######## design 1 ########
File: src/rtl/hex_display_scheduler.sv
// Round-robin scheduler sharing one active-low hex digit among NREQ requesters.
// Optional macro HOLD_LAST_EN: keep the last pattern instead of blanking in IDLE and abort GAP.
//
//  state | meaning
//  IDLE  | no owner, waiting for enable and a request
//  SHOW  | owner's captured nibble on the digit for DWELL_CYCLES clocks
//  GAP   | single cycle after a slot; carries done on normal completion
module hex_display_scheduler #(
    parameter  int NREQ         = 4,
    parameter  int DWELL_CYCLES = 50000000,
    localparam int OW           = $clog2(NREQ)
) (
    input  logic              CLOCK_50,
    input  logic              resetn,
    input  logic              enable,
    input  logic [NREQ-1:0]   req,
    input  logic [4*NREQ-1:0] nibble,
    output logic [NREQ-1:0]   grant,
    output logic [NREQ-1:0]   done,
    output logic [OW-1:0]     owner,
    output logic [6:0]        seg
);

    localparam int             CW        = $clog2(DWELL_CYCLES + 1);
    localparam logic [CW-1:0]  CNT_LAST  = CW'(DWELL_CYCLES - 1);
    localparam logic [6:0]     SEG_BLANK = 7'h7F;

`ifdef HOLD_LAST_EN
    localparam bit HOLD_LAST = 1'b1;
`else
    localparam bit HOLD_LAST = 1'b0;
`endif

    typedef enum logic [1:0] {
        IDLE = 2'd0,
        SHOW = 2'd1,
        GAP  = 2'd2
    } state_t;

    state_t          state;
    logic [OW-1:0]   ptr;
    logic [CW-1:0]   cnt;
    logic [OW-1:0]   sel;
    logic [OW-1:0]   idx;
    logic            found;
    logic            arb;
    logic [OW-1:0]   ptr_after;

    function automatic logic [6:0] seg_decode(input logic [3:0] n);
        logic [6:0] s;
        case (n)
            4'h0: s = 7'h40;
            4'h1: s = 7'h79;
            4'h2: s = 7'h24;
            4'h3: s = 7'h30;
            4'h4: s = 7'h19;
            4'h5: s = 7'h12;
            4'h6: s = 7'h02;
            4'h7: s = 7'h78;
            4'h8: s = 7'h00;
            4'h9: s = 7'h10;
            4'hA: s = 7'h08;
            4'hB: s = 7'h03;
            4'hC: s = 7'h46;
            4'hD: s = 7'h21;
            4'hE: s = 7'h06;
            default: s = 7'h0E;
        endcase
        return s;
    endfunction

    // Walk from the farthest candidate back to ptr so the nearest requester wins.
    always_comb begin
        sel   = '0;
        idx   = '0;
        found = 1'b0;
        for (int k = NREQ - 1; k >= 0; k--) begin
            idx = OW'((int'(ptr) + k) % NREQ);
            if (req[idx]) begin
                sel   = idx;
                found = 1'b1;
            end
        end
        arb = found & enable;
    end

    always_comb begin
        ptr_after = (owner == OW'(NREQ - 1)) ? '0 : owner + 1'b1;
    end

    always_ff @(posedge CLOCK_50 or negedge resetn) begin
        if (!resetn) begin
            state <= IDLE;
            grant <= '0;
            done  <= '0;
            owner <= '0;
            ptr   <= '0;
            cnt   <= '0;
            seg   <= SEG_BLANK;
        end else begin
            done <= '0;
            case (state)
                IDLE, GAP: begin
                    if (arb) begin
                        state <= SHOW;
                        grant <= NREQ'(1) << sel;
                        owner <= sel;
                        cnt   <= '0;
                        seg   <= seg_decode(nibble[{sel, 2'b00} +: 4]);
                    end else begin
                        state <= IDLE;
                        if (!HOLD_LAST) seg <= SEG_BLANK;
                    end
                end
                SHOW: begin
                    if (!req[owner]) begin
                        state <= GAP;
                        grant <= '0;
                        ptr   <= ptr_after;
                        if (!HOLD_LAST) seg <= SEG_BLANK;
                    end else if (cnt == CNT_LAST) begin
                        state <= GAP;
                        grant <= '0;
                        done  <= grant;
                        ptr   <= ptr_after;
                    end else begin
                        cnt <= cnt + 1'b1;
                    end
                end
                default: begin
                    state <= IDLE;
                    grant <= '0;
                end
            endcase
        end
    end

endmodule

File: config.mk
export PLATFORM = sky130hd
export DESIGN_NAME = hex_display_scheduler
export DESIGN_NICKNAME = d
export VERILOG_FILES = /design/src/rtl/hex_display_scheduler.sv
export SDC_FILE = /design/constraint.sdc
export NUM_CORES = 1
export LEC_CHECK = 0
export CORE_ASPECT_RATIO = 0.5
export CORE_MARGIN = 2
export CORE_UTILIZATION = 54
export DETAILED_ROUTE_END_ITERATION = 7
export PLACE_DENSITY = 0.84
export SYNTH_ARGS = -nofsm -noshare
export SYNTH_HDL_FRONTEND = slang
export SYNTH_SLANG_ARGS = --single-unit
File: constraint.sdc
create_clock -name CLOCK_50 -period 3 [get_ports CLOCK_50]
set_input_delay 0.3 -clock CLOCK_50 [delete_from_list [all_inputs] [get_ports CLOCK_50]]
set_output_delay 0.3 -clock CLOCK_50 [all_outputs]
set_load 0.1 [all_outputs]
==> run notes <==
run results: WL met2=2.77 mm, Synthesized registers=47, first-pass GRT wire length=9.21 mm, Max Used Layer=met4, R2R depth=10, CP Buf/Inv Count=2, Layout Nets=346, Top non-seq family=simple AND/OR/NAND/NOR gates, most numerous logic cell after layout=dfrtp_1, Routed Antenna Nets=0, Worst-path clk slew=0.09 ns, top-area cell type share of the netlist area=0.382, Top Layout Cells=dfrtp_1, nor2_1, nand2_1, clkdlybuf4s50_1, buf_4, inverters=8, DRC=0, comb pwr=1.54 mW, Crit Path Class=input port to flip-flop, outcome=complete, no violations, GR Layer Usage met3=0.0436, Worst EP required=3.21 ns, vias in the first global route=2,064, Switching Fraction=0.476, leakage power=1.44 nW, number of enable flip-flop cells=0, area fraction in mux cells=0.0677, CP max stage cell=clkdlybuf4s50_1, Flop pwr share=0.308, Post-CTS Setup Bufs=0
worst max-delay path by stage:
stage	cells after the start	start	end	slack [ns]
2_1_floorplan	7	owner[0]	cnt[20]	0.29
3_3_place_gp	11	req[1]	seg[3]	0.17
3_5_place_dp	11	req[1]	seg[3]	-0.06
4_1_cts	11	req[1]	seg[3]	0.26
5_1_grt	11	req[1]	seg[3]	0.12
6_report	11	req[1]	seg[3]	0.24
sequential cells by signal (all words and copies together) (netlist names):
name and flops:
cnt 26, seg 7, done 4, grant 4, owner 2, ptr 2, state 2
### Where the registers sit, design 1

The bar under the picture is 20 µm long. Other sequential cells in the stronger gray, the rest of the logic in the fainter gray.
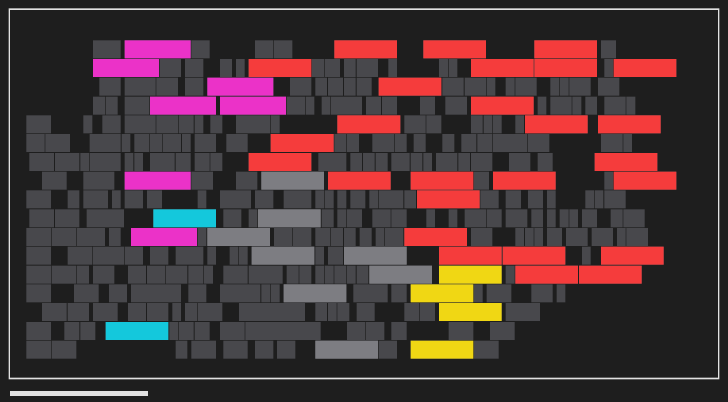
Red is cnt, flops 26. Magenta is seg, flops 7. Yellow is done, flops 4. Cyan is ptr, flops 2.
Seq/total area: 0.372
Util after Layout: 0.703
Flop area: 1180 µm²

### Close-up of the layout, design 1

The bar under the picture is 10 µm long. Region (13, 1) to (38, 26) µm. Cells in gray, sequential cells in the stronger gray; small squares are vias.
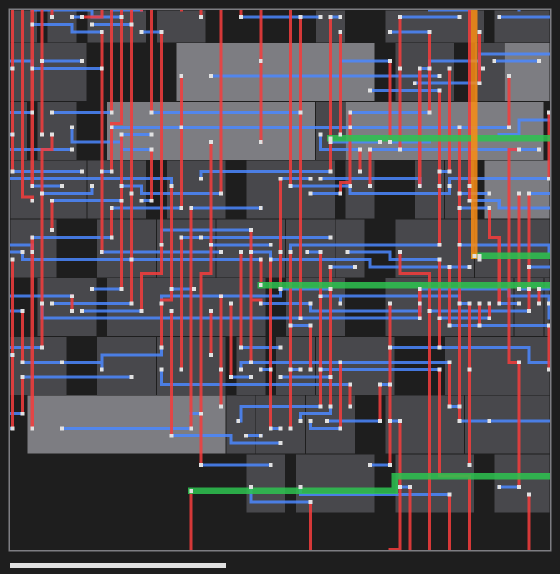
Green is met3. Orange is met4. Red is met2. Blue is met1.
50 logic cells have their middle in the window. Most frequent: nand2_1 (6), clkdlybuf4s50_1 (5), buf_4 (5). Sequential cells in the window: 4. Netlist names of flops here include ptr (2).


######## design 2 ########
`config.mk`:
```
export PLATFORM = sky130hd
export DESIGN_NAME = master_slave_sink_flat
export DESIGN_NICKNAME = d
export VERILOG_FILES = /design/src/rtl/master_slave_sink_pkg.sv /design/src/rtl/master_slave_sink_if.sv /design/src/rtl/master_slave_sink_fifo.sv /design/src/rtl/master_slave_sink.sv /design/src/flat_wrapper.sv
export SDC_FILE = /design/constraint.sdc
export NUM_CORES = 1
export LEC_CHECK = 0
export CORE_MARGIN = 4
export CORE_UTILIZATION = 25
export DETAILED_ROUTE_END_ITERATION = 8
export SETUP_SLACK_MARGIN = 0.1
export SYNTH_ARGS = -nofsm -noshare
export SYNTH_HDL_FRONTEND = slang
export SYNTH_HIERARCHICAL = 1
export SYNTH_SLANG_ARGS = --single-unit
export TNS_END_PERCENT = 30
```
`constraint.sdc`:
```
create_clock -name clk -period 4 [get_ports clk]
set_input_delay 1 -clock clk [delete_from_list [all_inputs] [get_ports clk]]
set_output_delay 1 -clock clk [all_outputs]
set_load 0.005 [all_outputs]
```
`src/rtl/master_slave_sink_pkg.sv`:
```
// Shared types for the master-slave sink: Sections FSM enum, reset value, data type.
// Optional MS_SINK_CHANGE_COUNT_EN adds a 16-bit change counter port.
package scam_model_types;
  typedef logic [31:0] scam_int_t;
endpackage

package masterslavesink_types;
  import scam_model_types::*;
  typedef enum logic {
    section_idle,
    section_emit
  } Sections;
  localparam scam_int_t MS_SINK_RESET_VAL = 32'd1337;
  localparam int MS_SINK_DEPTH = 4;
endpackage

```
`src/rtl/master_slave_sink_if.sv`:
```
// Shared-variable input and blocking notify/sync output of the sink.
// Carries chg_count only when MS_SINK_CHANGE_COUNT_EN is defined.
interface master_slave_sink_if;
  import scam_model_types::*;
  scam_int_t   s_in;
  scam_int_t   b_out_sig;
  logic        b_out_notify;
  logic        b_out_sync;
  logic        overflow;
`ifdef MS_SINK_CHANGE_COUNT_EN
  logic [15:0] chg_count;
`endif

  modport slave (
    input  s_in,
    input  b_out_sync,
    output b_out_sig,
    output b_out_notify,
`ifdef MS_SINK_CHANGE_COUNT_EN
    output chg_count,
`endif
    output overflow
  );

  modport master (
    output s_in,
    output b_out_sync,
    input  b_out_sig,
    input  b_out_notify,
`ifdef MS_SINK_CHANGE_COUNT_EN
    input  chg_count,
`endif
    input  overflow
  );
endinterface

```
`src/rtl/master_slave_sink_fifo.sv`:
```
// DEPTH x 32 circular queue with push/pop/full/empty/count and sync reset.
// Exposes the entry behind the head so the sink can register its next output.
module ms_sink_fifo
  import scam_model_types::*;
#(
  parameter int DEPTH = 4,
  localparam int AW = $clog2(DEPTH)
) (
  input  logic      clk,
  input  logic      rst,
  input  logic      push,
  input  logic      pop,
  input  scam_int_t din,
  output scam_int_t head_nxt,
  output logic      full,
  output logic      empty,
  output logic [AW:0] count
);
  scam_int_t mem [DEPTH];
  logic [AW-1:0] wr_ptr;
  logic [AW-1:0] rd_ptr;

  always_ff @(posedge clk) begin
    if (push) mem[wr_ptr] <= din;
  end

  always_ff @(posedge clk) begin
    if (rst) begin
      wr_ptr <= '0;
      rd_ptr <= '0;
      count  <= '0;
    end else begin
      if (push) wr_ptr <= wr_ptr + AW'(1);
      if (pop)  rd_ptr <= rd_ptr + AW'(1);
      count <= count + (AW+1)'(push) - (AW+1)'(pop);
    end
  end

  assign head_nxt = mem[rd_ptr + AW'(1)];
  assign full     = (count == (AW+1)'(DEPTH));
  assign empty    = (count == '0);
endmodule

```
`src/rtl/master_slave_sink.sv`:
```
// Turns a free-running shared variable into a queued notify/sync event stream.
// Define MS_SINK_CHANGE_COUNT_EN to add the chg_count change counter.
module master_slave_sink
  import scam_model_types::*;
  import masterslavesink_types::*;
#(
  parameter int        DEPTH     = MS_SINK_DEPTH,
  parameter scam_int_t RESET_VAL = MS_SINK_RESET_VAL,
  localparam int AW = $clog2(DEPTH)
) (
  input logic clk,
  input logic rst,
  master_slave_sink_if.slave bus
);
  Sections   section_signal;
  Sections   nextsection_signal;
  scam_int_t last_val;
  scam_int_t sig_q;
  scam_int_t head_nxt;
  logic      ovf_q;
  logic      full;
  logic      empty;
  logic [AW:0] count;
  logic      chg;
  logic      notify;
  logic      pop;
  logic      push_ok;

  assign notify  = (section_signal == section_emit);
  assign pop     = notify && bus.b_out_sync;
  assign chg     = (bus.s_in != last_val);
  assign push_ok = chg && (!full || pop);

  ms_sink_fifo #(.DEPTH(DEPTH)) u_fifo (
    .clk      (clk),
    .rst      (rst),
    .push     (push_ok),
    .pop      (pop),
    .din      (bus.s_in),
    .head_nxt (head_nxt),
    .full     (full),
    .empty    (empty),
    .count    (count)
  );

  always_ff @(posedge clk) begin
    if (rst) section_signal <= section_idle;
    else     section_signal <= nextsection_signal;
  end

  always_comb begin
    nextsection_signal = section_signal;
    unique case (section_signal)
      section_idle:
        if (push_ok) nextsection_signal = section_emit;
      section_emit:
        if (pop && count == (AW+1)'(1) && !push_ok)
          nextsection_signal = section_idle;
      default: nextsection_signal = section_idle;
    endcase
  end

  always_ff @(posedge clk) begin
    if (rst) begin
      last_val <= RESET_VAL;
      ovf_q    <= 1'b0;
    end else begin
      last_val <= bus.s_in;
      if (chg && full && !pop) ovf_q <= 1'b1;
    end
  end

  // Output register tracks the head; holds the last value once drained
  always_ff @(posedge clk) begin
    if (rst) begin
      sig_q <= '0;
    end else if (push_ok && empty) begin
      sig_q <= bus.s_in;
    end else if (pop) begin
      if (count > (AW+1)'(1)) sig_q <= head_nxt;
      else if (push_ok)       sig_q <= bus.s_in;
    end
  end

  assign bus.b_out_sig    = sig_q;
  assign bus.b_out_notify = notify;
  assign bus.overflow     = ovf_q;

`ifdef MS_SINK_CHANGE_COUNT_EN
  logic [15:0] chg_cnt_q;
  always_ff @(posedge clk) begin
    if (rst)      chg_cnt_q <= '0;
    else if (chg) chg_cnt_q <= chg_cnt_q + 16'd1;
  end
  assign bus.chg_count = chg_cnt_q;
`endif
endmodule

```
`src/flat_wrapper.sv`:
```
// flat-port wrapper written by rule: the top's interface ports become plain ports
module master_slave_sink_flat import scam_model_types::*; import masterslavesink_types::*;
#(
  parameter int        DEPTH     = MS_SINK_DEPTH,
  parameter scam_int_t RESET_VAL = MS_SINK_RESET_VAL,
  localparam int AW = $clog2(DEPTH)
)
  (clk, rst, bus_s_in, bus_b_out_sync, bus_b_out_sig, bus_b_out_notify, bus_overflow);
  master_slave_sink_if bus_i ();
  input logic clk;
  input logic rst;
  input wire logic [$bits(bus_i.s_in)-1:0] bus_s_in;
  input wire logic [$bits(bus_i.b_out_sync)-1:0] bus_b_out_sync;
  output wire logic [$bits(bus_i.b_out_sig)-1:0] bus_b_out_sig;
  output wire logic [$bits(bus_i.b_out_notify)-1:0] bus_b_out_notify;
  output wire logic [$bits(bus_i.overflow)-1:0] bus_overflow;
  assign bus_i.s_in = bus_s_in;
  assign bus_i.b_out_sync = bus_b_out_sync;
  assign bus_b_out_sig = bus_i.b_out_sig;
  assign bus_b_out_notify = bus_i.b_out_notify;
  assign bus_overflow = bus_i.overflow;
  master_slave_sink #(.DEPTH(DEPTH), .RESET_VAL(RESET_VAL)) u_core (.clk(clk), .rst(rst), .bus(bus_i));
endmodule
```
### Routing congestion, design 2

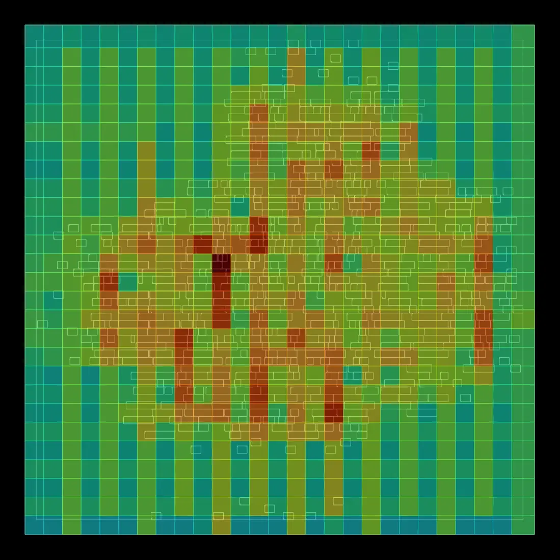
busiest grt layer: met2
WL/cell: 19.5 µm
Util after Layout: 0.319
GR Util met1: 0.156

### Close-up of the layout, design 2

The bar under the picture is 10 µm long. Region (34, 34) to (59, 59) µm. Cells in gray, sequential cells in the stronger gray; small squares are vias.
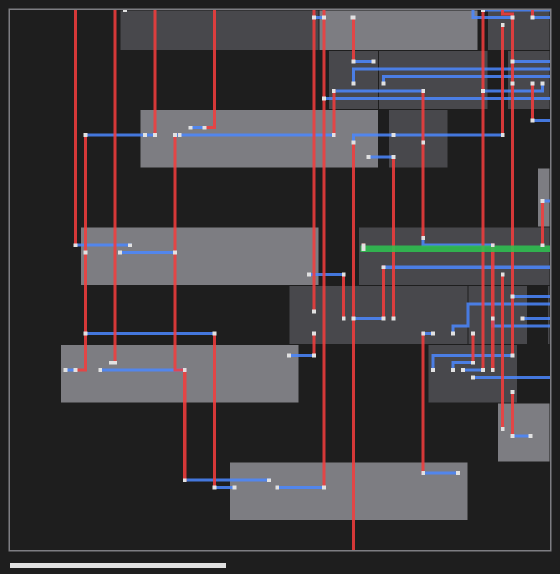
Blue is met1. Green is met3. Red is met2.
Netlist names of flops here include u_core/u_fifo/mem (4), u_core/last_val (1). Most frequent: edfxtp_1 (4), clkbuf_16 (2). Sequential cells in the window: 5. 14 logic cells have their middle in the window.

==> run notes <==
run results: CP Cell Sequence=clkdlybuf4s50_1 -> xnor2_1 -> nand4_1 -> nor4_4 -> a32oi_2 -> inv_1 -> ha_1 -> inv_1 -> ha_1 -> fa_1 -> xor3_1 -> nor2_1, multi-input gates=247, clock latency (worst-skew pair)=0.50 ns, worst slew pin tran=0.625 ns, DRC=0, clock skew=0.0156 ns, Switching Power=1.86 mW, most numerous logic cell after layout=edfxtp_1, r2r startpoint=u_core/last_val[13], worst hold path type=flip-flop to flip-flop, placed inst area=9390 µm², initial antenna violation count=0, Worst setup EP type=flip-flop, Seq/total area=0.524, leading area contributor after synthesis=edfxtp_1, internal power=4.83 mW, top-count cell post-synth=edfxtp_1, setup_tns=0 ns, # hold bufs at CTS=0, P&R area growth vs syn=25.3%, outcome=complete, no violations, Iter 0 DRT Violations=270, hold path start=u_core/bus.overflow, number of enable flip-flop cells=128, critical path's top delay family=buffers and inverters
### Port wiring, design 2

The bar under the picture is 50 µm long.
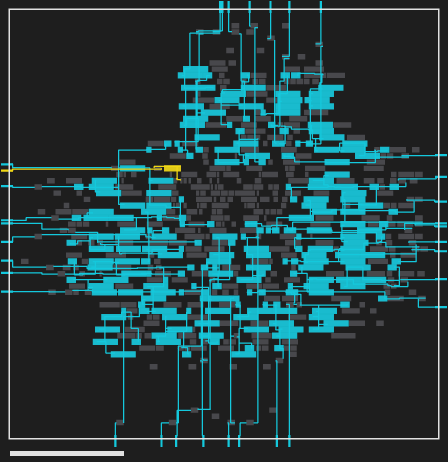
Cyan is bus_s_in, bits 32, direction input, end cells 224, wire 3,660 µm. Yellow is bus_b_out_notify, bits 1, direction output, end cells 1, wire 87.0 µm.
num ports: 69
Buffers on Ports: 68

## cell families after synthesis
family,share of synthesized area
AND-OR/OR-AND,0.116
XOR/XNOR,0.0398
adder cells (fa/ha/maj),0.0118
buffers and inverters,0.0305
flip-flops,0.656
multiplexers,0.0932
AND/OR/NAND/NOR,0.0520
## metal layers
layer	vias to the layer above	track usage	wire length, µm
met5	-	0	0
met4	0	0.0274	414
met3	30	0.0276	1250
met2	126	0.173	8900
met1	2294	0.156	9120
li1	2127	-	-

######## design 3 ########
[src/rtl/mem_arbiter.sv]
// Two-client (fetch / load-store) arbiter in front of the SRAM controller; one transaction in flight.
// Define MEM_ARB_RR_EN for round-robin arbitration; the default build gives the data port fixed priority.
module mem_arbiter #(
    parameter int AW = 32,
    parameter int DW = 32
) (
    input  logic          clk,
    input  logic          reset,
    input  logic          i_req,
    input  logic [AW-1:0] i_addr,
    output logic          i_ack,
    output logic [DW-1:0] i_rdata,
    input  logic          d_req,
    input  logic          d_rw,
    input  logic [AW-1:0] d_addr,
    input  logic [DW-1:0] d_wdata,
    input  logic [1:0]    d_size,
    output logic          d_ack,
    output logic [DW-1:0] d_rdata,
    output logic          m_req,
    output logic          m_rw,
    output logic [AW-1:0] m_addr,
    output logic [DW-1:0] m_wdata,
    output logic [1:0]    m_size,
    input  logic [DW-1:0] m_rdata,
    input  logic          m_valid
);

    typedef enum logic [1:0] {IDLE, WAIT, RESP} state_t;
    typedef enum logic [1:0] {NONE, FETCH, DATA} grant_t;

    state_t        state_q, state_d;
    grant_t        grant_q, grant_d;
    logic          m_req_q, m_req_d;
    logic          m_rw_q, m_rw_d;
    logic [AW-1:0] m_addr_q, m_addr_d;
    logic [DW-1:0] m_wdata_q, m_wdata_d;
    logic [1:0]    m_size_q, m_size_d;
    logic          i_ack_q, i_ack_d;
    logic          d_ack_q, d_ack_d;
    logic [DW-1:0] i_rdata_q, i_rdata_d;
    logic [DW-1:0] d_rdata_q, d_rdata_d;
    logic          pick_data;

`ifdef MEM_ARB_RR_EN
    grant_t        last_grant_q, last_grant_d;

    // On contention the client that did not win last time is served.
    always_comb begin
        pick_data = d_req && (!i_req || (last_grant_q == FETCH));
    end
`else
    always_comb begin
        pick_data = d_req;
    end
`endif

    always_comb begin
        state_d   = state_q;
        grant_d   = grant_q;
        m_req_d   = 1'b0;
        m_rw_d    = m_rw_q;
        m_addr_d  = m_addr_q;
        m_wdata_d = m_wdata_q;
        m_size_d  = m_size_q;
        i_ack_d   = 1'b0;
        d_ack_d   = 1'b0;
        i_rdata_d = i_rdata_q;
        d_rdata_d = d_rdata_q;
`ifdef MEM_ARB_RR_EN
        last_grant_d = last_grant_q;
`endif
        case (state_q)
            IDLE: begin
                if (i_req || d_req) begin
                    m_req_d = 1'b1;
                    state_d = WAIT;
                    if (pick_data) begin
                        grant_d   = DATA;
                        m_rw_d    = d_rw;
                        m_addr_d  = d_addr;
                        m_wdata_d = d_wdata;
                        m_size_d  = d_size;
                    end else begin
                        grant_d  = FETCH;
                        m_rw_d   = 1'b0;
                        m_addr_d = i_addr;
                        m_size_d = 2'h2;
                    end
`ifdef MEM_ARB_RR_EN
                    last_grant_d = grant_d;
`endif
                end
            end
            WAIT: begin
                // Request fields stay frozen here; the controller reads rw/write_data after acceptance.
                if (m_valid) begin
                    state_d = RESP;
                    if (grant_q == DATA) begin
                        d_rdata_d = m_rdata;
                        d_ack_d   = 1'b1;
                    end else begin
                        i_rdata_d = m_rdata;
                        i_ack_d   = 1'b1;
                    end
                end
            end
            RESP: begin
                state_d = IDLE;
                grant_d = NONE;
            end
            default: begin
                state_d = IDLE;
                grant_d = NONE;
            end
        endcase
    end

    always_ff @(posedge clk) begin
        if (!reset) begin
            state_q   <= IDLE;
            grant_q   <= NONE;
            m_req_q   <= 1'b0;
            m_rw_q    <= 1'b0;
            m_addr_q  <= '0;
            m_wdata_q <= '0;
            m_size_q  <= 2'h0;
            i_ack_q   <= 1'b0;
            d_ack_q   <= 1'b0;
            i_rdata_q <= '0;
            d_rdata_q <= '0;
`ifdef MEM_ARB_RR_EN
            last_grant_q <= FETCH;
`endif
        end else begin
            state_q   <= state_d;
            grant_q   <= grant_d;
            m_req_q   <= m_req_d;
            m_rw_q    <= m_rw_d;
            m_addr_q  <= m_addr_d;
            m_wdata_q <= m_wdata_d;
            m_size_q  <= m_size_d;
            i_ack_q   <= i_ack_d;
            d_ack_q   <= d_ack_d;
            i_rdata_q <= i_rdata_d;
            d_rdata_q <= d_rdata_d;
`ifdef MEM_ARB_RR_EN
            last_grant_q <= last_grant_d;
`endif
        end
    end

    assign m_req   = m_req_q;
    assign m_rw    = m_rw_q;
    assign m_addr  = m_addr_q;
    assign m_wdata = m_wdata_q;
    assign m_size  = m_size_q;
    assign i_ack   = i_ack_q;
    assign d_ack   = d_ack_q;
    assign i_rdata = i_rdata_q;
    assign d_rdata = d_rdata_q;

endmodule

[config.mk]
export PLATFORM = sky130hd
export DESIGN_NAME = mem_arbiter
export DESIGN_NICKNAME = d
export VERILOG_FILES = /design/src/rtl/mem_arbiter.sv
export SDC_FILE = /design/constraint.sdc
export NUM_CORES = 1
export LEC_CHECK = 0
export CAP_MARGIN = 20
export CORE_ASPECT_RATIO = 0.9
export CORE_UTILIZATION = 43
export CTS_BUF_LIST = sky130_fd_sc_hd__clkbuf_8 sky130_fd_sc_hd__clkbuf_16
export CTS_CLUSTER_DIAMETER = 100
export DETAILED_ROUTE_END_ITERATION = 7
export PLACE_DENSITY_LB_ADDON = 0.25
export SYNTH_ARGS = -nofsm -noshare
export SYNTH_HDL_FRONTEND = slang
export SYNTH_SLANG_ARGS = --single-unit
[constraint.sdc]
create_clock -name clk -period 2.27 [get_ports clk]
set_input_delay 0.454 -clock clk [delete_from_list [all_inputs] [get_ports clk]]
set_output_delay 0.454 -clock clk [all_outputs]
set_load 0.005 [all_outputs]
### Port wiring, design 3

The bar under the picture is 20 µm long.
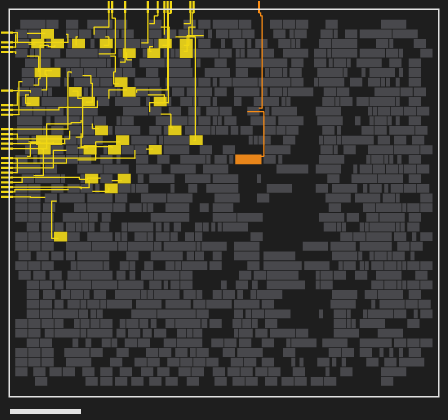
Yellow is d_wdata, bits 32, direction input, end cells 32, wire 757 µm. Orange is i_ack, bits 1, direction output, end cells 1, wire 47.3 µm.
Buffers on Ports: 269
num ports: 270

### Signal wires on met3, design 3

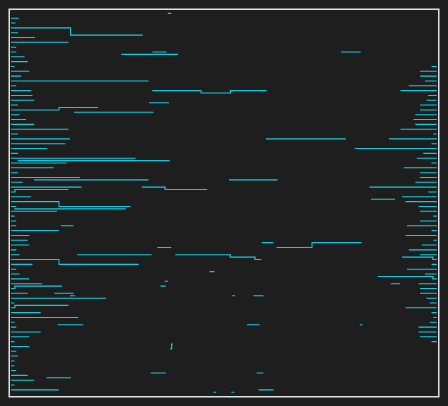
The layer carries 1,340 µm of wire. The layer holds 8.6% of the routed length.

==> run notes <==
run results: outcome=complete, no violations, area fraction in mux cells=0.235, Top Layout Cells=clkdlybuf4s50_1, dfxtp_1, mux2i_1, nand2_1, nor2_1, WHS Path Cells=2, fillers=929, worst hold path type=flip-flop to flip-flop, Crit Path Class=flip-flop to output pin, R2R Path End=m_size[1], clk tree area frac=0.0683, Synthesized registers=138, clk buf depth=2, drt total wl=15.5 mm, share of post-route cells with drive strength above 1=0.0590, FMAX=554 MHz, CP max stage cell=clkdlybuf4s50_1, Crit path depth=1, crit-path max cell delay=0.61 ns, Worst Hold End=i_rdata[19], Flop pwr share=0.409, DP Wirelength=11.3 mm, Post-CTS Setup Bufs=0, multi-input gates=349, Max Slew Vio Count=0, Switching Fraction=0.226, fin worst setup slack=0.466 ns, post-route cell area=8760 µm², critical path arrival=1.35 ns
==> per-layer routing <==
metal	track usage	up-vias	routed length, µm
met5	0	-	0
met4	0.114	0	443
met3	0.0973	30	1340
met2	0.434	189	7860
met1	0.244	2213	5820
li1	-	2335	-
==> logic make-up (layout without fill, tap and decap cells) <==
family / Yosys count / in the layout
AND/OR/NAND/NOR: 151 / 151
flip-flops: 138 / 138
multiplexers: 128 / 128
AND-OR/OR-AND: 70 / 70
buffers and inverters: 46 / 310

######## design 4 ########
File: src/rtl/arb16_hold_ctrl_pkg.sv
// arb16_hold_ctrl_pkg: shared types, sizes and the 4-to-2 priority helper for the arbiter
package arb16_hold_ctrl_pkg;
    localparam int NREQ = 16;
    localparam int CODE_W = 4;
    typedef enum logic [1:0] {IDLE, GRANT, GAP} state_t;
    function automatic logic [1:0] enc4(input logic [3:0] v);
        return v[3] ? 2'd3 : v[2] ? 2'd2 : v[1] ? 2'd1 : 2'd0;
    endfunction
endpackage

File: src/rtl/arb16_hold_ctrl_prio_enc16_tree.sv
// prio_enc16_tree: 16-to-4 highest-index priority encoder built from 4-to-2 leaves
module prio_enc16_tree
    import arb16_hold_ctrl_pkg::*;
(
    input  logic [NREQ-1:0]   vec_i,
    output logic [CODE_W-1:0] code_o,
    output logic              valid_o
);
    logic [3:0] grp_v;
    logic [1:0] leaf_c [4];
    logic [1:0] hi;
    for (genvar i = 0; i < 4; i++) begin : g_leaf
        assign grp_v[i]  = |vec_i[4*i +: 4];
        assign leaf_c[i] = enc4(vec_i[4*i +: 4]);
    end
    assign hi      = enc4(grp_v);
    assign code_o  = {hi, leaf_c[hi]};
    assign valid_o = |grp_v;
endmodule

File: src/rtl/arb16_hold_ctrl.sv
// arb16_hold_ctrl: 16-way fixed/round-robin arbiter with registered grant, hold timeout and a one-cycle gap
module arb16_hold_ctrl
    import arb16_hold_ctrl_pkg::*;
#(
    parameter int MAX_HOLD = 16,
    parameter int CW       = 5
) (
    input  logic              clk,
    input  logic              reset,
    input  logic [NREQ-1:0]   req,
    input  logic              rr_mode,
    output logic [NREQ-1:0]   gnt,
    output logic [CODE_W-1:0] gnt_code,
    output logic              gnt_valid,
    output logic              timeout
);
    localparam logic [CW-1:0] HOLD_MAX = CW'(MAX_HOLD);
    state_t              state_q, state_d;
    logic [NREQ-1:0]     gnt_q, gnt_d, masked;
    logic [CODE_W-1:0]   code_q, code_d, last_q, last_d, r_code, m_code, win;
    logic [CW-1:0]       hold_q, hold_d;
    logic                valid_q, valid_d, timeout_q, timeout_d, r_valid, m_valid, expire;
    // Only requesters below the previous winner compete first, so priority rotates downward.
    assign masked = req & ((NREQ'(1) << last_q) - NREQ'(1));
    prio_enc16_tree u_enc_req (.vec_i(req),    .code_o(r_code), .valid_o(r_valid));
    prio_enc16_tree u_enc_msk (.vec_i(masked), .code_o(m_code), .valid_o(m_valid));
    assign win    = (rr_mode && m_valid) ? m_code : r_code;
    assign expire = (MAX_HOLD != 0) && (hold_q == HOLD_MAX) && |(req & ~gnt_q);
    always_comb begin
        state_d   = state_q;
        gnt_d     = gnt_q;
        code_d    = code_q;
        valid_d   = valid_q;
        last_d    = last_q;
        hold_d    = hold_q;
        timeout_d = 1'b0;
        if (state_q == GRANT) begin
            if (!req[code_q] || expire) begin
                state_d   = GAP;
                gnt_d     = '0;
                valid_d   = 1'b0;
                last_d    = code_q;
                timeout_d = req[code_q];
            end else if (hold_q < HOLD_MAX) begin
                hold_d = hold_q + 1'b1;
            end
        end else if (r_valid) begin
            state_d = GRANT;
            gnt_d   = NREQ'(1) << win;
            code_d  = win;
            valid_d = 1'b1;
            hold_d  = CW'(1);
        end else begin
            state_d = IDLE;
        end
    end
    always_ff @(posedge clk or posedge reset) begin
        if (reset) begin
            state_q   <= IDLE;
            gnt_q     <= '0;
            code_q    <= '0;
            valid_q   <= 1'b0;
            timeout_q <= 1'b0;
            last_q    <= '0;
            hold_q    <= '0;
        end else begin
            state_q   <= state_d;
            gnt_q     <= gnt_d;
            code_q    <= code_d;
            valid_q   <= valid_d;
            timeout_q <= timeout_d;
            last_q    <= last_d;
            hold_q    <= hold_d;
        end
    end
    assign gnt       = gnt_q;
    assign gnt_code  = code_q;
    assign gnt_valid = valid_q;
    assign timeout   = timeout_q;
endmodule

File: config.mk
export PLATFORM = sky130hd
export DESIGN_NAME = arb16_hold_ctrl
export DESIGN_NICKNAME = d
export VERILOG_FILES = /design/src/rtl/arb16_hold_ctrl_pkg.sv /design/src/rtl/arb16_hold_ctrl_prio_enc16_tree.sv /design/src/rtl/arb16_hold_ctrl.sv
export SDC_FILE = /design/constraint.sdc
export NUM_CORES = 1
export LEC_CHECK = 0
export ABC_AREA = 1
export ABC_CLOCK_PERIOD_IN_PS = 2500
export CAP_MARGIN = 20
export CORE_UTILIZATION = 44
export CTS_BUF_LIST = sky130_fd_sc_hd__clkbuf_2 sky130_fd_sc_hd__clkbuf_4 sky130_fd_sc_hd__clkbuf_8
export CTS_CLUSTER_SIZE = 12
export DETAILED_ROUTE_END_ITERATION = 8
export GPL_TIMING_DRIVEN = 0
export PLACE_DENSITY_LB_ADDON = 0.15
export SLEW_MARGIN = 40
export SYNTH_ARGS = -nofsm -noshare
export SYNTH_HDL_FRONTEND = slang
export SYNTH_SLANG_ARGS = --single-unit
File: constraint.sdc
create_clock -name clk -period 2.5 [get_ports clk]
set_input_delay 0.5 -clock clk [delete_from_list [all_inputs] [get_ports clk]]
set_output_delay 0.5 -clock clk [all_outputs]
set_load 0.01 [all_outputs]
### Logic cells by family, design 4

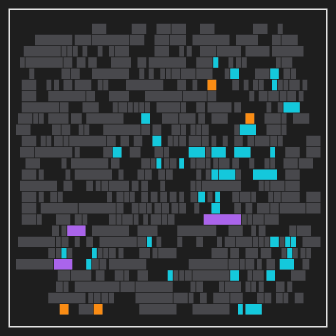
Cyan is NOR gates, cells 35, most used nor2_1. Purple is adder and majority cells, cells 3, most used ha_1. Orange is AND and OR gates, cells 4, most used or2_2.

==> run notes <==
run results: post-route cell area=3410 µm², WL met2=3.76 mm, Worst EP required=2.68 ns, P&R area growth vs syn=39.1%, Routed Antenna Nets=0, Buffers on Ports=40, fraction of area in multi-input gates=0.461, Synth warnings=0, fin worst setup slack=-0.0416 ns, clock power share=0.120, final setup vio count=12, Tap Cells=70, critical path's top delay family=simple AND/OR/NAND/NOR gates, max FFs per register=16, leakage power=1.63 nW, Flop pwr share=0.212, WL/cell=15.7 µm, Setup Slack @ Placement=-0.372 ns, Repair and plain buffers=61, multi-input gates=268, r2r startpoint=last_q[0], # clk buffers=7, failing checks=setup timing, Worst-path clk slew=0.07 ns, chip area in the Yosys report=2450 µm², CP endpoint=gnt[2], outcome=finished, violations left
[cell usage after synthesis, drive strengths merged]
library cell  instances  area (µm²)
nor4                  2        12.5
clkbuf                1        3.75
dfrtp                33         826
a21boi                1        7.51
o211ai                3        22.5
o31ai                 1        7.51
nand3                26         150
a31oi                 1        6.26
clkinv                2        7.51
ha                    3        37.5
nand4                19         134
buf                   4        28.8
o22ai                 8        50.1
nor3                  5        35.0
o21ai                30         184
o221ai                2        17.5
a21o                  1        7.51
nor2                 28         130
a21oi                18         116
nand2               114         448
inv                  46         178
or2                   4        25.0
xor2                  1        8.76
o21a                  1        8.76

######## design 5 ########
[config.mk]
export PLATFORM = sky130hd
export DESIGN_NAME = ysyx_22041207_shift_mul
export DESIGN_NICKNAME = d
export VERILOG_FILES = /design/src/rtl/ysyx_22041207_shift_mul.sv
export SDC_FILE = /design/constraint.sdc
export NUM_CORES = 2
export LEC_CHECK = 0
export ABC_AREA = 1
export CORE_UTILIZATION = 45
export CTS_CLUSTER_DIAMETER = 40
export DETAILED_ROUTE_END_ITERATION = 8
export GPL_TIMING_DRIVEN = 0
export SETUP_SLACK_MARGIN = 0.05
export SYNTH_ARGS = -nofsm -noshare
export SYNTH_HDL_FRONTEND = slang
export SYNTH_SLANG_ARGS = --single-unit
[constraint.sdc]
create_clock -name clk -period 5.3 [get_ports clk]
set_input_delay 0.53 -clock clk [delete_from_list [all_inputs] [get_ports clk]]
set_output_delay 0.53 -clock clk [all_outputs]
set_load 0.02 [all_outputs]
[src/rtl/ysyx_22041207_shift_mul.sv]
// ysyx_22041207_shift_mul
//   Iterative 64x64 shift-add multiplier that answers the ALU multiply
//   handshake (RV64M MUL/MULH/MULHSU/MULHU/MULW). One operand pair is
//   accepted on mul_valid && mul_ready. The full 128-bit product is then
//   returned with a one-cycle out_valid pulse. A pipeline flush cancels the
//   operation in flight.
//
//   Optional build macro: MUL_RADIX4_EN
//     undefined : 1 multiplier bit per cycle, 64 iterations (MULW: 32)
//     defined   : 2 multiplier bits per cycle, 32 iterations (MULW: 16)
//
// Ports
//   clk, rst      clock; synchronous active-high reset
//   mul_valid     request; operands sampled when mul_valid && mul_ready
//   flush         synchronous cancel of a request in flight
//   mulw          32-bit word multiply (MULW)
//   mul_signed    {a_signed, b_signed}; 2'b01 behaves as 2'b00
//   multiplicand  operand a (rs1)
//   multiplier    operand b (rs2)
//   mul_ready     idle and able to accept
//   out_valid     one-cycle pulse; result_hi/result_lo are valid
//   result_hi     product[127:64] (0 for MULW)
//   result_lo     product[63:0] (MULW: sign-extended product[31:0])
module ysyx_22041207_shift_mul (
    input  logic        clk,
    input  logic        rst,
    input  logic        mul_valid,
    input  logic        flush,
    input  logic        mulw,
    input  logic [1:0]  mul_signed,
    input  logic [63:0] multiplicand,
    input  logic [63:0] multiplier,
    output logic        mul_ready,
    output logic        out_valid,
    output logic [63:0] result_hi,
    output logic [63:0] result_lo
);

`ifdef MUL_RADIX4_EN
    localparam int unsigned K      = 2;
    localparam logic [6:0]  N_FULL = 7'd32;
    localparam logic [6:0]  N_WORD = 7'd16;
`else
    localparam int unsigned K      = 1;
    localparam logic [6:0]  N_FULL = 7'd64;
    localparam logic [6:0]  N_WORD = 7'd32;
`endif

    typedef enum logic [1:0] {IDLE, BUSY, DONE} state_t;

    state_t       state, state_nxt;
    logic [127:0] a_reg;      // |a|, shifted left K each iteration
    logic [63:0]  b_reg;      // |b|, shifted right K each iteration
    logic [127:0] acc;
    logic [6:0]   cnt;
    logic         neg;
    logic         w_reg;
`ifdef MUL_RADIX4_EN
    logic [127:0] a3_reg;     // 3*|a|, shifted alongside a_reg
`endif

    logic         accept;
    logic         last;
    logic         a_neg, b_neg;
    logic [63:0]  a_src, b_src, a_mag, b_mag;
    logic [127:0] pp, acc_nxt, prod;

    assign mul_ready = (state == IDLE);
    assign out_valid = (state == DONE);

    assign accept = (state == IDLE) && mul_valid && !flush;
    assign last   = (cnt == 7'd1);

    // Sign handling happens only at accept: the array works on unsigned
    // magnitudes, and the 128-bit result is negated once at the end.
    // The 64-bit negate makes -2^63 map to the unsigned magnitude 2^63.
    assign a_neg = !mulw && mul_signed[1] && multiplicand[63];
    assign b_neg = !mulw && (&mul_signed) && multiplier[63];
    assign a_src = mulw ? {32'b0, multiplicand[31:0]} : multiplicand;
    assign b_src = mulw ? {32'b0, multiplier[31:0]}   : multiplier;
    assign a_mag = a_neg ? (~a_src + 64'd1) : a_src;
    assign b_mag = b_neg ? (~b_src + 64'd1) : b_src;

`ifdef MUL_RADIX4_EN
    always_comb begin
        pp = '0;
        case (b_reg[1:0])
            2'd1:    pp = a_reg;
            2'd2:    pp = a_reg << 1;
            2'd3:    pp = a3_reg;
            default: pp = '0;
        endcase
    end
`else
    assign pp = b_reg[0] ? a_reg : '0;
`endif

    assign acc_nxt = acc + pp;
    assign prod    = neg ? (~acc_nxt + 128'd1) : acc_nxt;

    always_ff @(posedge clk) begin
        if (rst) state <= IDLE;
        else     state <= state_nxt;
    end

    always_comb begin
        state_nxt = state;
        case (state)
            IDLE:    if (accept) state_nxt = BUSY;
            BUSY:    if (flush) state_nxt = IDLE;
                     else if (last) state_nxt = DONE;
            DONE:    state_nxt = IDLE;
            default: state_nxt = IDLE;
        endcase
    end

    always_ff @(posedge clk) begin
        if (rst) begin
            a_reg     <= '0;
            b_reg     <= '0;
            acc       <= '0;
            cnt       <= '0;
            neg       <= 1'b0;
            w_reg     <= 1'b0;
            result_hi <= '0;
            result_lo <= '0;
`ifdef MUL_RADIX4_EN
            a3_reg    <= '0;
`endif
        end else if (accept) begin
            a_reg  <= {64'b0, a_mag};
            b_reg  <= b_mag;
            acc    <= '0;
            cnt    <= mulw ? N_WORD : N_FULL;
            neg    <= a_neg ^ b_neg;
            w_reg  <= mulw;
`ifdef MUL_RADIX4_EN
            a3_reg <= {64'b0, a_mag} + {63'b0, a_mag, 1'b0};
`endif
        end else if (state == BUSY) begin
            acc    <= acc_nxt;
            a_reg  <= a_reg << K;
            b_reg  <= b_reg >> K;
            cnt    <= cnt - 7'd1;
`ifdef MUL_RADIX4_EN
            a3_reg <= a3_reg << K;
`endif
            // A flush on the final iteration still cancels the result.
            if (last && !flush) begin
                if (w_reg) begin
                    result_hi <= '0;
                    result_lo <= {{32{prod[31]}}, prod[31:0]};
                end else begin
                    result_hi <= prod[127:64];
                    result_lo <= prod[63:0];
                end
            end
        end
    end

endmodule
### Routing congestion, design 5

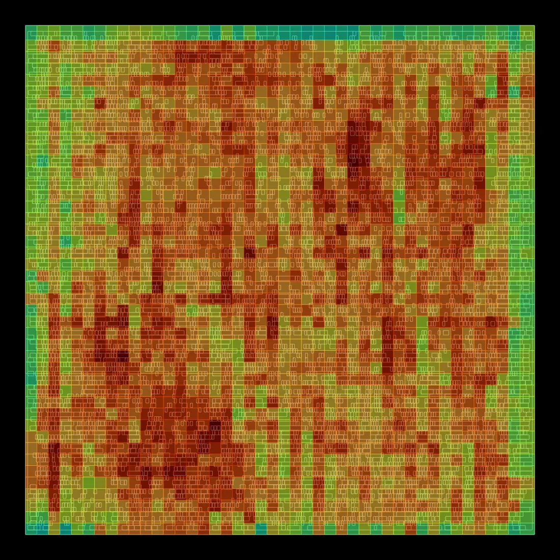
Util after Layout: 0.536
met2 Use GR: 0.605
WL/cell: 21.7 µm

==> run notes <==
run results: Std-Cell Rows=110, critical path's top delay family=simple AND/OR/NAND/NOR gates, Routed Antenna Nets=0, outcome=complete, no violations, DRC=0, setup_tns=0 ns, vias in the first global route=45,600, DP Cell Count=9,123, P&R area growth vs syn=17.2%, relative slew slack=0.0128, Buffers on Ports=263, top post-synthesis cells by count=nand2_1, inv_1, nor2_1, dfxtp_1, nand3_1, Post-CTS Setup Bufs=0, Flop area=9190 µm², GR Util met1=0.586, first-pass GRT wire length=290 mm, Tap Cells=1,176, Mapped Avg Cell Area=5.39 µm², Main synth FF type=dfxtp_1, Crit Path Class=flip-flop to flip-flop, Setup crit start=b_reg[0], post-route cell area=48,500 µm², share of post-route cells with drive strength above 1=0.0494, Sink Count=459, hold path start=result_hi[1], Yosys Instances=7,683
==> worst register-to-register path, delay by kind of cell, from the launching register on <==
kind / cells / cell delay (ns)
buffers and inverters: 5 / 0.70
AND/OR/NAND/NOR: 22 / 3.41
flip-flops: 1 / 0.37
AND-OR/OR-AND: 1 / 0.12
adder cells (fa/ha/maj): 2 / 0.58
==> power by group through the flow <==
stage | registers [mW] | logic, mW | clock network [mW]
floorplan | 3.68 | 1.28 | 0
global placement | 3.70 | 2.05 | 0
detailed placement | 3.71 | 2.06 | 0
CTS | 3.64 | 2.07 | 5.49
global route | 3.65 | 2.32 | 5.62
finish | 3.64 | 2.18 | 5.47

######## design 6 ########
### Close-up of the layout, design 6

The bar under the picture is 10 µm long. Region (20, 20) to (45, 45) µm. Cells in gray, sequential cells in the stronger gray; small squares are vias.
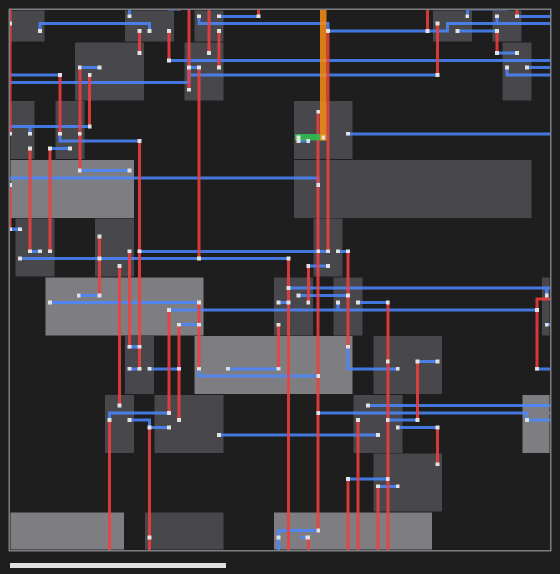
### Where the registers sit, design 6

The bar under the picture is 50 µm long. Other sequential cells in the stronger gray, the rest of the logic in the fainter gray.
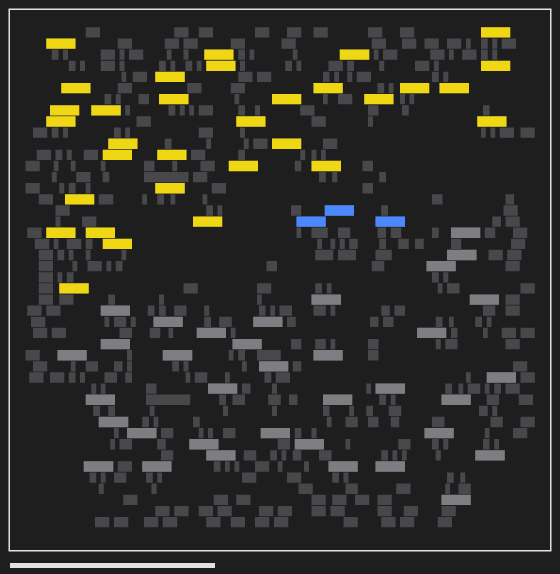
$ cat src/rtl/ram_latency_bridge_if.sv
// Ram_if: client-to-memory request bundle for ram_latency_bridge.
// The client drives en/we/addr/be/data_w; the memory side returns
// data_r together with a delay flag that stalls the client while a read
// is still in flight.
interface Ram_if #(
    parameter int ADDR_WIDTH = 32,
    parameter int DATA_WIDTH = 32
);
    localparam int BYTE_COUNT = DATA_WIDTH / 8;

    logic                  en;
    logic                  we;
    logic [ADDR_WIDTH-1:0] addr;
    logic [BYTE_COUNT-1:0] be;
    logic [DATA_WIDTH-1:0] data_w;
    logic [DATA_WIDTH-1:0] data_r;
    logic                  delay;

    // Requesting side (the core).
    modport master (
        output en, we, addr, be, data_w,
        input  data_r, delay
    );

    // Responding side; memory is the name the bridge uses for it.
    modport slave (
        input  en, we, addr, be, data_w,
        output data_r, delay
    );

    modport memory (
        input  en, we, addr, be, data_w,
        output data_r, delay
    );
endinterface

$ cat src/rtl/ram_latency_bridge.sv
// ram_latency_bridge: adapts a single-cycle style client port to an SRAM
// whose read data arrives LATENCY cycles after the strobe. Writes pass
// straight through in IDLE; reads either complete next cycle (LATENCY=1)
// or park the FSM in WAIT with delay raised until the data is captured.
// Read data is captured on the LATENCY-th clock edge counted from the
// start of the strobe cycle, so it is visible to the client in cycle
// t+LATENCY. Client protocol violations in WAIT are ignored but latched
// into a sticky protocol_err flag.
module ram_latency_bridge #(
    parameter  int ADDR_WIDTH = 32,
    parameter  int DATA_WIDTH = 32,
    parameter  int LATENCY    = 2,
    localparam int BYTE_COUNT = DATA_WIDTH / 8
) (
    input  logic                  clk,
    input  logic                  reset,
    Ram_if.memory                 core,
    output logic                  sram_en,
    output logic                  sram_we,
    output logic [ADDR_WIDTH-1:0] sram_addr,
    output logic [BYTE_COUNT-1:0] sram_be,
    output logic [DATA_WIDTH-1:0] sram_data_w,
    input  logic [DATA_WIDTH-1:0] sram_data_r,
    output logic                  protocol_err
);

    // Reject unsupported latencies at elaboration; cnt is only 3 bits wide.
    if (LATENCY < 1 || LATENCY > 7) begin : gBadLatency
        $fatal(1, "ram_latency_bridge: LATENCY must be within 1..7");
    end

    localparam bit         SINGLE_CYCLE = (LATENCY == 1);
    localparam logic [2:0] WAIT_LOAD    = 3'(LATENCY - 1);

    typedef enum logic {
        IDLE,
        WAIT
    } state_t;

    state_t                state_q;
    logic [2:0]            cnt_q;
    logic [ADDR_WIDTH-1:0] reqAddr_q;
    logic [DATA_WIDTH-1:0] dataR_q;
    logic                  delay_q;
    logic                  protocolErr_q;

    logic                  isIdle;
    logic                  violation;

    // The client path is only open in IDLE and is forced shut during reset.
    assign isIdle      = (state_q == IDLE);
    assign sram_en     = isIdle && core.en && !reset;
    assign sram_we     = isIdle && core.en && core.we && !reset;
    assign sram_addr   = core.addr;
    assign sram_be     = core.be;
    assign sram_data_w = core.data_w;

    // In WAIT the client must keep the same read request asserted.
    assign violation = (state_q == WAIT) &&
                       (!core.en || core.we || (core.addr != reqAddr_q));

    // Client-facing results are all straight from registers.
    assign core.data_r  = dataR_q;
    assign core.delay   = delay_q;
    assign protocol_err = protocolErr_q;

    // Request FSM: accepts reads in IDLE, counts down the SRAM latency in
    // WAIT and captures returned data into the hold register.
    always_ff @(posedge clk) begin
        if (reset) begin
            state_q       <= IDLE;
            cnt_q         <= 3'd0;
            reqAddr_q     <= '0;
            dataR_q       <= '0;
            delay_q       <= 1'b0;
            protocolErr_q <= 1'b0;
        end else begin
            case (state_q)
                IDLE: begin
                    delay_q <= 1'b0;
                    if (core.en && !core.we) begin
                        reqAddr_q <= core.addr;
                        if (SINGLE_CYCLE) begin
                            dataR_q <= sram_data_r;
                        end else begin
                            state_q <= WAIT;
                            cnt_q   <= WAIT_LOAD;
                            delay_q <= 1'b1;
                        end
                    end
                end
                WAIT: begin
                    if (violation) begin
                        protocolErr_q <= 1'b1;
                    end
                    if (cnt_q == 3'd1) begin
                        dataR_q <= sram_data_r;
                        delay_q <= 1'b0;
                        cnt_q   <= 3'd0;
                        state_q <= IDLE;
                    end else begin
                        cnt_q <= cnt_q - 3'd1;
                    end
                end
                default: begin
                    state_q <= IDLE;
                    cnt_q   <= 3'd0;
                    delay_q <= 1'b0;
                end
            endcase
        end
    end

endmodule

$ cat src/flat_wrapper.sv
// flat-port wrapper written by rule: the top's interface ports become plain ports
module ram_latency_bridge_flat 
#(
    parameter  int ADDR_WIDTH = 32,
    parameter  int DATA_WIDTH = 32,
    parameter  int LATENCY    = 2,
    localparam int BYTE_COUNT = DATA_WIDTH / 8
)
  (clk, reset, sram_en, sram_we, sram_addr, sram_be, sram_data_w, sram_data_r, protocol_err, core_en, core_we, core_addr, core_be, core_data_w, core_data_r, core_delay);
  Ram_if #(.ADDR_WIDTH(ADDR_WIDTH), .DATA_WIDTH(DATA_WIDTH)) core_i ();
  input  logic clk;
  input  logic reset;
  output logic sram_en;
  output logic sram_we;
  output logic [ADDR_WIDTH-1:0] sram_addr;
  output logic [BYTE_COUNT-1:0] sram_be;
  output logic [DATA_WIDTH-1:0] sram_data_w;
  input  logic [DATA_WIDTH-1:0] sram_data_r;
  output logic protocol_err;
  input wire logic [$bits(core_i.en)-1:0] core_en;
  input wire logic [$bits(core_i.we)-1:0] core_we;
  input wire logic [$bits(core_i.addr)-1:0] core_addr;
  input wire logic [$bits(core_i.be)-1:0] core_be;
  input wire logic [$bits(core_i.data_w)-1:0] core_data_w;
  output wire logic [$bits(core_i.data_r)-1:0] core_data_r;
  output wire logic [$bits(core_i.delay)-1:0] core_delay;
  assign core_i.en = core_en;
  assign core_i.we = core_we;
  assign core_i.addr = core_addr;
  assign core_i.be = core_be;
  assign core_i.data_w = core_data_w;
  assign core_data_r = core_i.data_r;
  assign core_delay = core_i.delay;
  ram_latency_bridge #(.ADDR_WIDTH(ADDR_WIDTH), .DATA_WIDTH(DATA_WIDTH), .LATENCY(LATENCY)) u_core (.clk(clk), .reset(reset), .core(core_i), .sram_en(sram_en), .sram_we(sram_we), .sram_addr(sram_addr), .sram_be(sram_be), .sram_data_w(sram_data_w), .sram_data_r(sram_data_r), .protocol_err(protocol_err));
endmodule
$ cat config.mk
export PLATFORM = sky130hd
export DESIGN_NAME = ram_latency_bridge_flat
export DESIGN_NICKNAME = d
export VERILOG_FILES = /design/src/rtl/ram_latency_bridge_if.sv /design/src/rtl/ram_latency_bridge.sv /design/src/flat_wrapper.sv
export SDC_FILE = /design/constraint.sdc
export NUM_CORES = 1
export LEC_CHECK = 0
export ABC_AREA = 0
export CAP_MARGIN = 20
export CELL_PAD_IN_SITES_DETAIL_PLACEMENT = 1
export CELL_PAD_IN_SITES_GLOBAL_PLACEMENT = 2
export CORE_MARGIN = 3
export CORE_UTILIZATION = 21
export CTS_BUF_LIST = sky130_fd_sc_hd__clkbuf_4
export CTS_CLUSTER_SIZE = 20
export DETAILED_ROUTE_END_ITERATION = 10
export PLACE_DENSITY_LB_ADDON = 0.2
export SYNTH_ARGS = -nofsm -noshare
export SYNTH_HDL_FRONTEND = slang
export SYNTH_SLANG_ARGS = --single-unit
$ cat constraint.sdc
create_clock -name clk -period 3.63 [get_ports clk]
set_clock_uncertainty 0.2 [all_clocks]
set_input_delay 0.5445 -clock clk [delete_from_list [all_inputs] [get_ports clk]]
set_output_delay 0.5445 -clock clk [all_outputs]
set_load 0.01 [all_outputs]
==> run notes <==
run results: outcome=complete, no violations, Top non-seq family=simple AND/OR/NAND/NOR gates, RSZ-0062 raised after global routing=no, busiest grt layer=met2, critical path's top delay family=buffers and inverters, Yosys Instances=421, DP Wirelength=6.75 mm, Via density=4.03, largest net degree at the start of global routing=70, initial antenna violation count=1, Post-CTS Setup Bufs=0, Worst Hold End=u_core.core.data_r[29], Switching Power=0.437 mW, drt total wl=9.59 mm, CP Buf/Inv Count=2, comb pwr=0.282 mW, CP most frequent cell=clkdlybuf4s50_1, Hold Worst Slack=0.262 ns, GPL Wtd Cong=0.659, Tmin final=2.70 ns, met2 Use GR=0.177, CTS tree=yes, crit path launch type=input port, WL met3=588 µm, Crit path depth=4, Flop pwr share=0.491, Synthesized registers=70, Setup Slack @ Placement=0.911 ns, Synth warnings=0, # hold bufs at CTS=0
## Picture notes: 'Close-up of the layout' of design 6
Blue is met1. Orange is met4. Red is met2. Green is met3.
Most frequent: nand2_1 (9), a21oi_1 (5), dfxtp_1 (5). Netlist names of flops here include u_core.reqAddr_q (5). Sequential cells in the window: 5. 29 logic cells have their middle in the window.

## Picture notes: 'Where the registers sit' of design 6
Yellow is u_core.core.data_r, flops 32. Blue is u_core.cnt_q, flops 3.
Another 35 sequential cells are not colored.

[cell type report]
cell class	instances	area (µm²)
multi-input combinational	258	1320
timing repair buffer	140	1380
clock buffer	9	67.6
inverter	2	7.51
sequential	70	1400
tap	211	264
fill	1799	10800
antenna	1	2.50
clock inverter	7	88.8
[cells in the mapped netlist (all sizes together), types with 3 or more instances]
master | instances | area share
nand2 | 129 | 0.15
buf | 73 | 0.16
dfxtp | 70 | 0.42
a21oi | 65 | 0.098
xor2 | 20 | 0.055
clkbuf | 18 | 0.020
xnor2 | 12 | 0.032
nor4 | 5 | 0.0094
nand4 | 4 | 0.0075
nor2 | 3 | 0.0034


==> layout pictures side by side <==
Routing congestion.
(a)
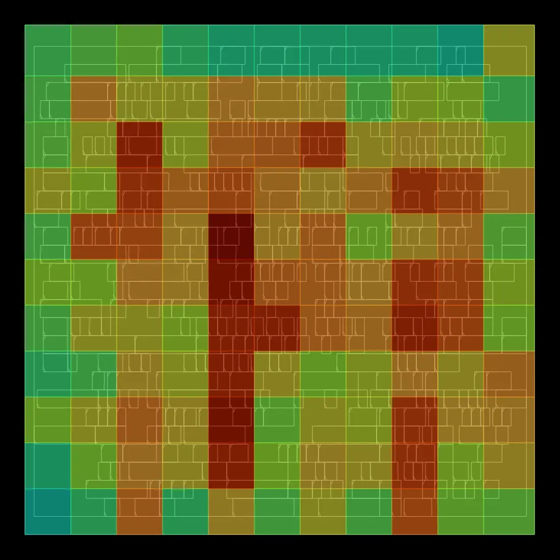
(b)
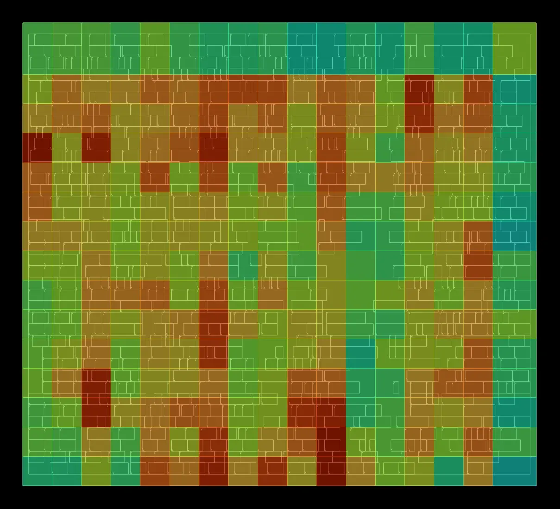
(c)
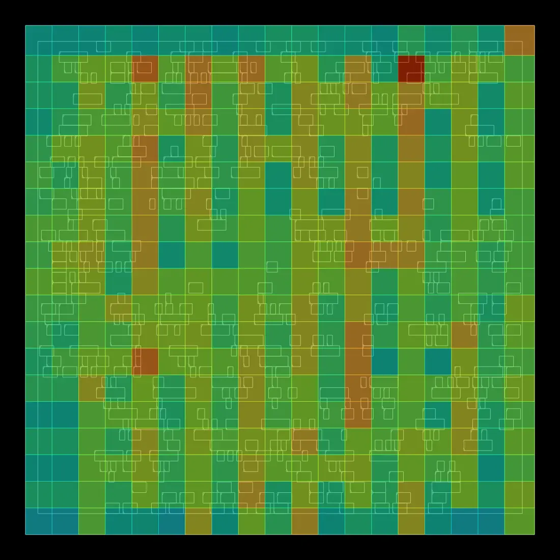
Of these, lowest utilization: (c)
Of these, lowest track usage: (c)
- design 3 = (b)
- design 4 = (a)
- design 6 = (c)

No activity file was given, so power comes from the tool's default toggle rates.
